# ---- calc_entry_fsm ----
==> calc_entry_fsm/m1.png <==
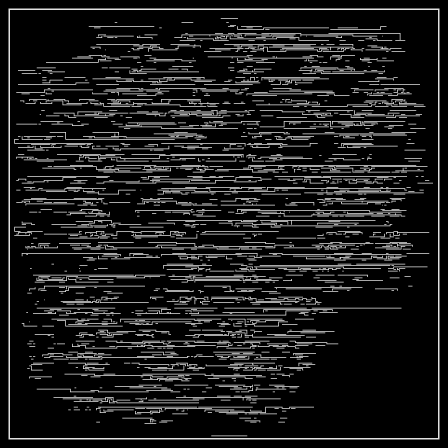
===== src/rtl/calc_pkg.sv =====
// calc_pkg: key codes, operator and state encodings shared by the grid calculator entry logic.
package calc_pkg;
    localparam logic [4:0] K_DIGIT_LAST = 5'h0F;
    localparam logic [4:0] K_ADD        = 5'h10;
    localparam logic [4:0] K_MUL        = 5'h11;
    localparam logic [4:0] K_AND        = 5'h12;
    localparam logic [4:0] K_EXE        = 5'h13;
    localparam logic [4:0] K_SUB        = 5'h14;
    localparam logic [4:0] K_OR         = 5'h15;
    localparam logic [4:0] K_CE         = 5'h16;
    localparam logic [4:0] K_CLR        = 5'h17;

    typedef enum logic [2:0] {
        OP_ADD = 3'd0,
        OP_MUL = 3'd1,
        OP_AND = 3'd2,
        OP_SUB = 3'd4,
        OP_OR  = 3'd5
    } op_e;

    typedef enum logic [1:0] {
        S_A    = 2'd0,
        S_B    = 2'd1,
        S_WAIT = 2'd2,
        S_RES  = 2'd3
    } state_e;

    function automatic logic is_digit(input logic [4:0] v);
        return v <= K_DIGIT_LAST;
    endfunction

    function automatic logic is_op(input logic [4:0] v);
        return v == K_ADD || v == K_MUL || v == K_AND || v == K_SUB || v == K_OR;
    endfunction
endpackage


===== src/rtl/digit_accum.sv =====
// digit_accum: one operand register with its digit count; hex or decimal digit shift-in.
module digit_accum #(
    parameter int W        = 16,
    parameter int N_DIGITS = 4,
    parameter int CW       = $clog2(N_DIGITS + 1)
) (
    input  logic          clk,
    input  logic          rst,
    input  logic          clr_i,
    input  logic          dig_i,
    input  logic [3:0]    d_i,
    input  logic          dec_mode_i,
    input  logic          load_i,
    input  logic [W-1:0]  load_val_i,
    input  logic [CW-1:0] load_cnt_i,
    output logic [W-1:0]  value_o,
    output logic [CW-1:0] cnt_o
);
    logic [W-1:0]  val_q, val_d, acc;
    logic [CW-1:0] cnt_q, cnt_d;
    logic          accept;

    assign accept  = dig_i && cnt_q < CW'(N_DIGITS) && !(dec_mode_i && d_i > 4'd9);
    // x*10 as two shifts so the product truncates to W bits naturally
    assign acc     = dec_mode_i ? (val_q << 3) + (val_q << 1) + W'(d_i) : (val_q << 4) | W'(d_i);
    assign value_o = val_q;
    assign cnt_o   = cnt_q;

    always_comb begin
        val_d = clr_i ? '0 : load_i ? load_val_i : accept ? acc : val_q;
        cnt_d = clr_i ? '0 : load_i ? load_cnt_i : accept ? cnt_q + 1'b1 : cnt_q;
    end

    always_ff @(posedge clk) begin
        if (rst) begin
            val_q <= '0;
            cnt_q <= '0;
        end else begin
            val_q <= val_d;
            cnt_q <= cnt_d;
        end
    end
endmodule


===== src/rtl/calc_entry_fsm.sv =====
// calc_entry_fsm: operand/operator entry sequencer with ALU valid/ready handoff.
// Define CALC_CHAIN_EN to let an operator in the result state chain the result into A.
module calc_entry_fsm import calc_pkg::*; #(
    parameter int W        = 16,
    parameter int N_DIGITS = 4
) (
    input  logic         clk,
    input  logic         rst,
    input  logic         key_valid,
    input  logic [4:0]   val,
    input  logic         dec_mode,
    output logic [W-1:0] op_a,
    output logic [W-1:0] op_b,
    output logic [2:0]   op_code,
    output logic         exe_valid,
    input  logic         exe_ready,
    input  logic         res_valid,
    input  logic [W-1:0] result,
    output logic [W-1:0] disp_value,
    output logic [1:0]   state
);
    localparam int CW = $clog2(N_DIGITS + 1);

    state_e        state_q, state_d;
    op_e           op_q, op_d;
    logic          ev_q, ev_d, hs_q, hs_d;
    logic [W-1:0]  res_q, res_d;
    logic          a_clr, a_dig, a_load, b_clr, b_dig;
    logic [W-1:0]  a_load_val, a_val, b_val;
    logic [CW-1:0] a_load_cnt, a_cnt, b_cnt;
    logic          k_dig, k_op, k_exe, k_ce, k_clr;

    assign k_dig = key_valid && is_digit(val);
    assign k_op  = key_valid && is_op(val);
    assign k_exe = key_valid && val == K_EXE;
    assign k_ce  = key_valid && val == K_CE;
    assign k_clr = key_valid && val == K_CLR;

    digit_accum #(.W(W), .N_DIGITS(N_DIGITS), .CW(CW)) u_acc_a (
        .clk(clk), .rst(rst), .clr_i(a_clr), .dig_i(a_dig), .d_i(val[3:0]),
        .dec_mode_i(dec_mode), .load_i(a_load), .load_val_i(a_load_val),
        .load_cnt_i(a_load_cnt), .value_o(a_val), .cnt_o(a_cnt)
    );

    digit_accum #(.W(W), .N_DIGITS(N_DIGITS), .CW(CW)) u_acc_b (
        .clk(clk), .rst(rst), .clr_i(b_clr), .dig_i(b_dig), .d_i(val[3:0]),
        .dec_mode_i(dec_mode), .load_i(1'b0), .load_val_i('0),
        .load_cnt_i('0), .value_o(b_val), .cnt_o(b_cnt)
    );

    assign op_a       = a_val;
    assign op_b       = b_val;
    assign op_code    = op_q;
    assign exe_valid  = ev_q;
    assign state      = state_q;
    assign disp_value = state_q == S_A ? a_val :
                        state_q == S_B ? (b_cnt == '0 ? a_val : b_val) :
                        state_q == S_WAIT ? b_val : res_q;

    always_comb begin
        state_d    = state_q;
        op_d       = op_q;
        ev_d       = ev_q;
        hs_d       = hs_q;
        res_d      = res_q;
        a_clr      = 1'b0;
        a_dig      = 1'b0;
        a_load     = 1'b0;
        a_load_val = '0;
        a_load_cnt = '0;
        b_clr      = 1'b0;
        b_dig      = 1'b0;
        case (state_q)
            S_A: begin
                a_dig = k_dig;
                a_clr = k_ce;
                if (k_op) begin
                    op_d    = op_e'(val[2:0]);
                    b_clr   = 1'b1;
                    state_d = S_B;
                end
            end
            S_B: begin
                b_dig = k_dig;
                b_clr = k_ce;
                if (k_op && b_cnt == '0) op_d = op_e'(val[2:0]);
                if (k_exe && b_cnt != '0) begin
                    ev_d    = 1'b1;
                    hs_d    = 1'b0;
                    state_d = S_WAIT;
                end
            end
            S_WAIT: begin
                if (ev_q && exe_ready) begin
                    ev_d = 1'b0;
                    hs_d = 1'b1;
                end
                // hs_q gates out any strobe that arrives before or with the transfer
                if (hs_q && res_valid) begin
                    res_d   = result;
                    state_d = S_RES;
                end
            end
            default: begin
                if (k_dig && !(dec_mode && val[3:0] > 4'd9)) begin
                    a_load     = 1'b1;
                    a_load_val = W'(val[3:0]);
                    a_load_cnt = CW'(1);
                    state_d    = S_A;
                end
`ifdef CALC_CHAIN_EN
                if (k_op) begin
                    a_load     = 1'b1;
                    a_load_val = res_q;
                    a_load_cnt = CW'(N_DIGITS);
                    op_d       = op_e'(val[2:0]);
                    b_clr      = 1'b1;
                    state_d    = S_B;
                end
`endif
                if (k_ce) begin
                    a_clr   = 1'b1;
                    state_d = S_A;
                end
            end
        endcase
        if (k_clr) begin
            a_clr   = 1'b1;
            b_clr   = 1'b1;
            res_d   = '0;
            op_d    = OP_ADD;
            ev_d    = 1'b0;
            hs_d    = 1'b0;
            state_d = S_A;
        end
    end

    always_ff @(posedge clk) begin
        if (rst) begin
            state_q <= S_A;
            op_q    <= OP_ADD;
            ev_q    <= 1'b0;
            hs_q    <= 1'b0;
            res_q   <= '0;
        end else begin
            state_q <= state_d;
            op_q    <= op_d;
            ev_q    <= ev_d;
            hs_q    <= hs_d;
            res_q   <= res_d;
        end
    end
endmodule


===== config.mk =====
export PLATFORM = sky130hd
export DESIGN_NAME = calc_entry_fsm
export DESIGN_NICKNAME = d
export VERILOG_FILES = /design/src/rtl/calc_pkg.sv /design/src/rtl/digit_accum.sv /design/src/rtl/calc_entry_fsm.sv
export SDC_FILE = /design/constraint.sdc
export NUM_CORES = 1
export LEC_CHECK = 0
export ABC_AREA = 0
export CAP_MARGIN = 20
export CORE_UTILIZATION = 51
export DETAILED_ROUTE_END_ITERATION = 8
export DONT_BUFFER_PORTS = 1
export GPL_TIMING_DRIVEN = 1
export PLACE_DENSITY_LB_ADDON = 0.2
export SKIP_CTS_REPAIR_TIMING = 1
export SYNTH_ARGS = -nofsm -noshare
export SYNTH_HDL_FRONTEND = slang
export SYNTH_HIERARCHICAL = 1
export SYNTH_SLANG_ARGS = --single-unit

===== constraint.sdc =====
create_clock -name clk -period 6.9 [get_ports clk]
set_input_delay 1.035 -clock clk [delete_from_list [all_inputs] [get_ports clk]]
set_output_delay 1.035 -clock clk [all_outputs]
set_load 0.01 [all_outputs]

==> flow_summary.toml <==
# synthesis and place-and-route metrics
[outcome]
run_status = "finished clean"

[setup_path]
startpoint_type = "flop"
path_buffers = 1

[power]
p_total_uw = 1230
power.net_switching_uw = 538

[logic_synthesis]
asyncSetResetFlopFracSynth_pct = 0
synth.area.top_cells = "dfxtp_1, ha_1, a21oi_1"
ys.flops = 61

[cells_and_area]
layout-area-overhead-vs-synth_pct = 5.70
cell_count_final_fillers_out = 875

[flow_run]
number_of_warning_messages_in_the_logs = 29

[place]
dpl.hpwl_um = 11600

[detailed_routing]
post-route-drc-count = 0
routed_wirelength_um = 16000
topRoutingLayerUsed = "met4"

[timing]
min_period_ns = 3.38
worstMarginPinSlew_ns = 1.10
maxSlewViolCount = 0
setup_ws_ns = 3.52

[cts]
cts_h_tree_lvls = 3

[die]
core_region_area_um2 = 10400

[grt]
globalRouteTotalUtil_pct = 29.0
About calc_entry_fsm/m1.png:
share of all routed wire: 44%
main direction: horizontal

state kept, by name, indices dropped and copies added (netlist names):
name and cells:
exe_valid 1, hs_q 1, op_code 3, res_q 16, state 2, u_acc_a/cnt_o 3, u_acc_a/value_o 16, u_acc_b/cnt_o 3
u_acc_b/value_o 16
area by class of cell:
type | instances | area share (%)
Clock buffer | 9 | 2.13
Timing Repair Buffer | 4 | 0.516
Multi-Input combinational cell | 629 | 70.6
Clock inverter | 7 | 1.01
Inverter | 29 | 1.87
Sequential cell | 61 | 21.0
Tap cell | 136 | 2.92

# ---- mmio_uart_tx ----
==> mmio_uart_tx/m1.png <==
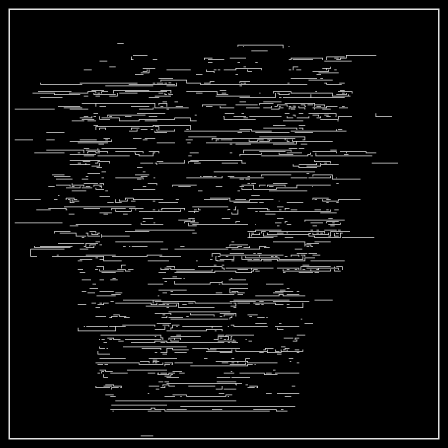
==> mmio_uart_tx/m2.png <==
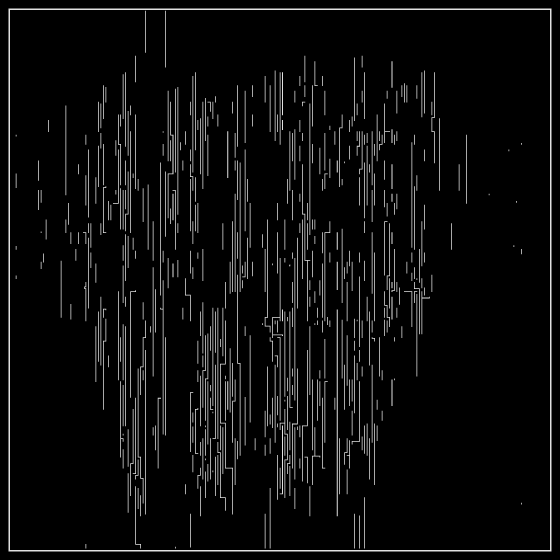
==> config.mk <==
export PLATFORM = sky130hd
export DESIGN_NAME = mmio_uart_tx
export DESIGN_NICKNAME = d
export VERILOG_FILES = /design/src/rtl/mmio_uart_tx.sv
export SDC_FILE = /design/constraint.sdc
export NUM_CORES = 1
export LEC_CHECK = 0
export ABC_AREA = 1
export CAP_MARGIN = 5
export CELL_PAD_IN_SITES_DETAIL_PLACEMENT = 0
export CELL_PAD_IN_SITES_GLOBAL_PLACEMENT = 1
export CORE_MARGIN = 5
export CORE_UTILIZATION = 40
export DETAILED_ROUTE_END_ITERATION = 8
export GPL_ROUTABILITY_DRIVEN = 0
export PLACE_DENSITY = 0.83
export SYNTH_ARGS = -nofsm -noshare
export SYNTH_HDL_FRONTEND = slang
export SYNTH_SLANG_ARGS = --single-unit
==> constraint.sdc <==
create_clock -name clock -period 5.5 [get_ports clock]
set_clock_uncertainty 0.2 [all_clocks]
set_input_delay 0.55 -clock clock [delete_from_list [all_inputs] [get_ports clock]]
set_output_delay 0.55 -clock clock [all_outputs]
set_load 0.02 [all_outputs]
==> src/rtl/mmio_uart_tx.sv <==
// mmio_uart_tx -- memory-mapped 8N1 UART transmitter with a small TX FIFO.
//
// Register window (offset from BASE_ADDR):
//   +0 TX_DATA  write: push to_memory into the FIFO      read: 8'h00
//   +1 STATUS   read: {4'b0, overflow, empty, full, busy}
//               write: to_memory[3]=1 clears overflow
//   +2 COUNT    read: FIFO occupancy, zero-extended       write: ignored
//
// Ports:
//   clock      system clock, rising edge
//   reset      synchronous, active-high
//   address    CPU bus address
//   to_memory  CPU write data
//   write      CPU write strobe, sampled at the edge
//   data_out   registered read data for the address of the previous edge
//   hit        registered; 1 when the previous-edge address was in the window
//   tx         registered serial output, idles high
//   busy       1 while a frame is shifting or the FIFO holds data
//   state_dbg  current TX FSM state (IDLE=0, START=1, DATA=2, STOP=3)
//
// Handshake: the bus side has no back-pressure. A write strobe is a
// one-cycle valid with an implied ready of 1; a push into a full FIFO
// with no simultaneous pop is dropped and flagged in the sticky overflow.

module mmio_uart_tx #(
  parameter logic [7:0] BASE_ADDR    = 8'hE0,
  parameter int         CLKS_PER_BIT = 16,
  parameter int         FIFO_DEPTH   = 4
) (
  input  logic       clock,
  input  logic       reset,
  input  logic [7:0] address,
  input  logic [7:0] to_memory,
  input  logic       write,
  output logic [7:0] data_out,
  output logic       hit,
  output logic       tx,
  output logic       busy,
  output logic [1:0] state_dbg
);

  localparam int PW = (FIFO_DEPTH > 1) ? $clog2(FIFO_DEPTH) : 1;
  localparam int CW = $clog2(FIFO_DEPTH + 1);
  localparam int BW = $clog2(CLKS_PER_BIT);
  localparam logic [BW-1:0] BAUD_MAX = BW'(CLKS_PER_BIT - 1);
  localparam logic [CW-1:0] COUNT_FULL = CW'(FIFO_DEPTH);

  typedef enum logic [1:0] {
    IDLE  = 2'd0,
    START = 2'd1,
    DATA  = 2'd2,
    STOP  = 2'd3
  } tx_state_t;

  tx_state_t     state, state_next;
  logic [BW-1:0] baud, baud_next;
  logic [2:0]    bit_cnt, bit_next;
  logic [7:0]    shift, shift_next;
  logic          tx_next;
  logic          pop;
  logic          baud_last;

  logic [7:0]    mem [FIFO_DEPTH];
  logic [PW-1:0] wr_ptr, rd_ptr;
  logic [CW-1:0] count;
  logic          overflow;

  logic [7:0]    offset;
  logic          in_window;
  logic          push, push_ok, ovf_set, ovf_clr;
  logic          full, empty;
  logic [7:0]    rd_next;

  // Bus decode. Subtracting the base lets the window test be one compare.
  assign offset    = address - BASE_ADDR;
  assign in_window = (offset < 8'd3);
  assign push      = write && (offset == 8'd0);
  assign ovf_clr   = write && (offset == 8'd1) && to_memory[3];

  assign full  = (count == COUNT_FULL);
  assign empty = (count == '0);

  // A pop in the same edge frees the slot the push is about to fill.
  assign push_ok = push && (!full || pop);
  assign ovf_set = push && full && !pop;

  assign busy      = (state != IDLE) || !empty;
  assign state_dbg = state;
  assign baud_last = (baud == BAUD_MAX);

  // Read mux uses pre-edge status/count; the result is registered below.
  always_comb begin
    rd_next = 8'h00;
    if (in_window) begin
      case (offset)
        8'd1:    rd_next = {4'b0000, overflow, empty, full, busy};
        8'd2:    rd_next = 8'(count);
        default: rd_next = 8'h00;
      endcase
    end
  end

  // TX FSM next-state logic.
  always_comb begin
    state_next = state;
    baud_next  = baud + BW'(1);
    bit_next   = bit_cnt;
    shift_next = shift;
    pop        = 1'b0;
    case (state)
      IDLE: begin
        baud_next = '0;
        if (!empty) begin
          pop        = 1'b1;
          shift_next = mem[rd_ptr];
          bit_next   = 3'd0;
          state_next = START;
        end
      end
      START: begin
        if (baud_last) begin
          baud_next  = '0;
          state_next = DATA;
        end
      end
      DATA: begin
        if (baud_last) begin
          baud_next  = '0;
          shift_next = {1'b0, shift[7:1]};
          if (bit_cnt == 3'd7) begin
            state_next = STOP;
          end else begin
            bit_next = bit_cnt + 3'd1;
          end
        end
      end
      STOP: begin
        if (baud_last) begin
          baud_next = '0;
          // Chain straight into the next frame when data is waiting.
          if (!empty) begin
            pop        = 1'b1;
            shift_next = mem[rd_ptr];
            bit_next   = 3'd0;
            state_next = START;
          end else begin
            state_next = IDLE;
          end
        end
      end
      default: begin
        baud_next  = '0;
        state_next = IDLE;
      end
    endcase

    // tx is registered from the next state so it changes with the state.
    case (state_next)
      START:   tx_next = 1'b0;
      DATA:    tx_next = shift_next[0];
      default: tx_next = 1'b1;
    endcase
  end

  always_ff @(posedge clock) begin
    if (reset) begin
      state    <= IDLE;
      baud     <= '0;
      bit_cnt  <= 3'd0;
      shift    <= 8'h00;
      tx       <= 1'b1;
      wr_ptr   <= '0;
      rd_ptr   <= '0;
      count    <= '0;
      overflow <= 1'b0;
      data_out <= 8'h00;
      hit      <= 1'b0;
    end else begin
      state    <= state_next;
      baud     <= baud_next;
      bit_cnt  <= bit_next;
      shift    <= shift_next;
      tx       <= tx_next;
      data_out <= rd_next;
      hit      <= in_window;
      if (push_ok) wr_ptr <= wr_ptr + PW'(1);
      if (pop)     rd_ptr <= rd_ptr + PW'(1);
      case ({push_ok, pop})
        2'b10:   count <= count + CW'(1);
        2'b01:   count <= count - CW'(1);
        default: count <= count;
      endcase
      // Set wins over a same-cycle clear.
      if (ovf_set) begin
        overflow <= 1'b1;
      end else if (ovf_clr) begin
        overflow <= 1'b0;
      end
    end
  end

  // FIFO storage needs no reset; occupancy is tracked by count.
  always_ff @(posedge clock) begin
    if (!reset && push_ok) begin
      mem[wr_ptr] <= to_memory;
    end
  end

endmodule

==> flow_summary.toml <==
# synthesis and place-and-route metrics
[outcome]
run_status = "finished clean"

[logic_synthesis]
ys_top_cells_by_count = "nand2_1, nor2_1, inv_1, dfxtp_1, edfxtp_1"
synth.avg_cell_area_um2 = 8.54
yosysSeqAreaShare_pct = 50.3

[timing]
worstMarginPinSlew_ns = 0.695

[cells_and_area]
layout.comb_gates.multi_input = 261
nonClkBufAreaFrac_pct = 7.19
layout.core_utilization_pct = 48.2
layout-drive-gt1-share_pct = 9.98
largestClassByArea = "flip-flops and latches"
layout-area-overhead-vs-synth_pct = 16.6
clock_buffer_count = 11

[setup_path]
regToRegStartpoint = "state_dbg[0]"
path_class = "in2reg"

[grt]
globalRouteTotalUtil_pct = 14.3
grt_antenna_before_repair = 0
groute.layer.met3.usage_pct = 4.31
grt_first_pass_wirelength_um = 11200
groute.layer.met1.usage_pct = 17.7

[hold_path]
min-delay-start = "baud[0]"

[die]
design.portCount = 32
core_region_area_um2 = 7810
fp_util_pct = 41.3

[power]
switching_share_pct = 42.0

[detailed_routing]
post-route-drc-count = 0
via_cell_ratio = 4.86
antenna_violating_nets_post_route = 0

[cts]
root_buffer = "clkbuf_8"
tritoncts = "yes"
Notes on mmio_uart_tx/m1.png above:
wire length on this layer: 3,060 µm
main direction: horizontal
share of all routed wire: 45%

Notes on mmio_uart_tx/m2.png above:
share of all routed wire: 47%
wire length on this layer: 3,200 µm
nets with wire on the layer: 344
longest straight run: 38.1 µm
met2 track demand over resource in global routing: 23.4%
total vias in the final route: 2,491
Total Routed Length: 6780 µm

==> critical path, stage by stage <==
cell,delay (ns)
clkdlybuf4s50_1,0.42
ha_1,0.30
nor2_1,0.10
nand2_1,0.13
nor2_4,0.18
nand3_1,0.22
nor2_1,0.61
==> cell families after synthesis <==
kind of cell | after synthesis | synth area share (%)
AND-OR/OR-AND | 52 | 8.53
adder cells (fa/ha/maj) | 14 | 5.66
XOR/XNOR | 1 | 0.271
flip-flops | 65 | 50.3
AND/OR/NAND/NOR | 190 | 27.5
buffers and inverters | 55 | 7.64
other | 1 | 0.116


## Gallery

Track usage over the die.
Plate I
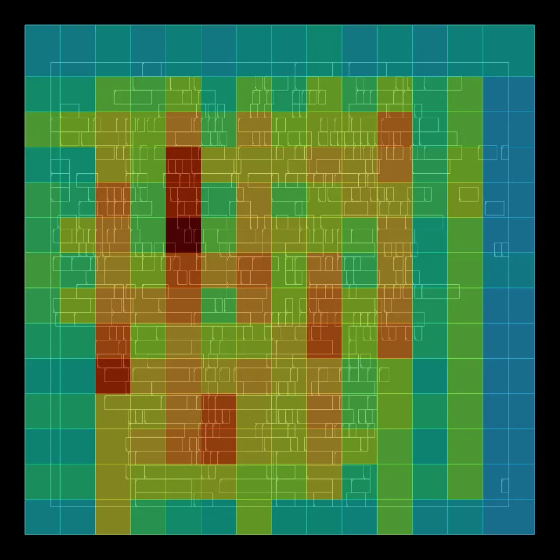
Plate II
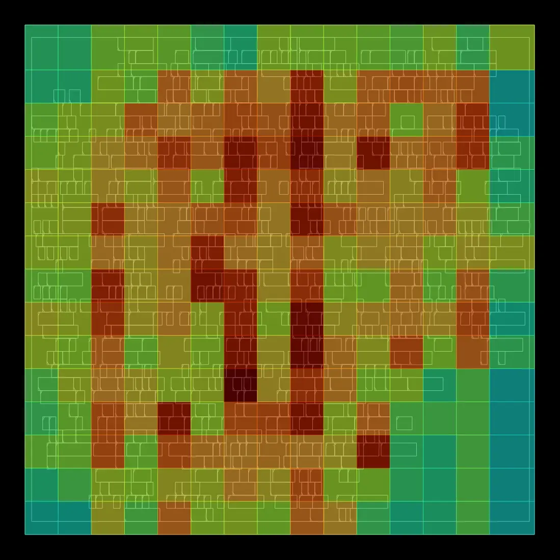
Plate II comes from calc_entry_fsm.
Plate I comes from mmio_uart_tx.

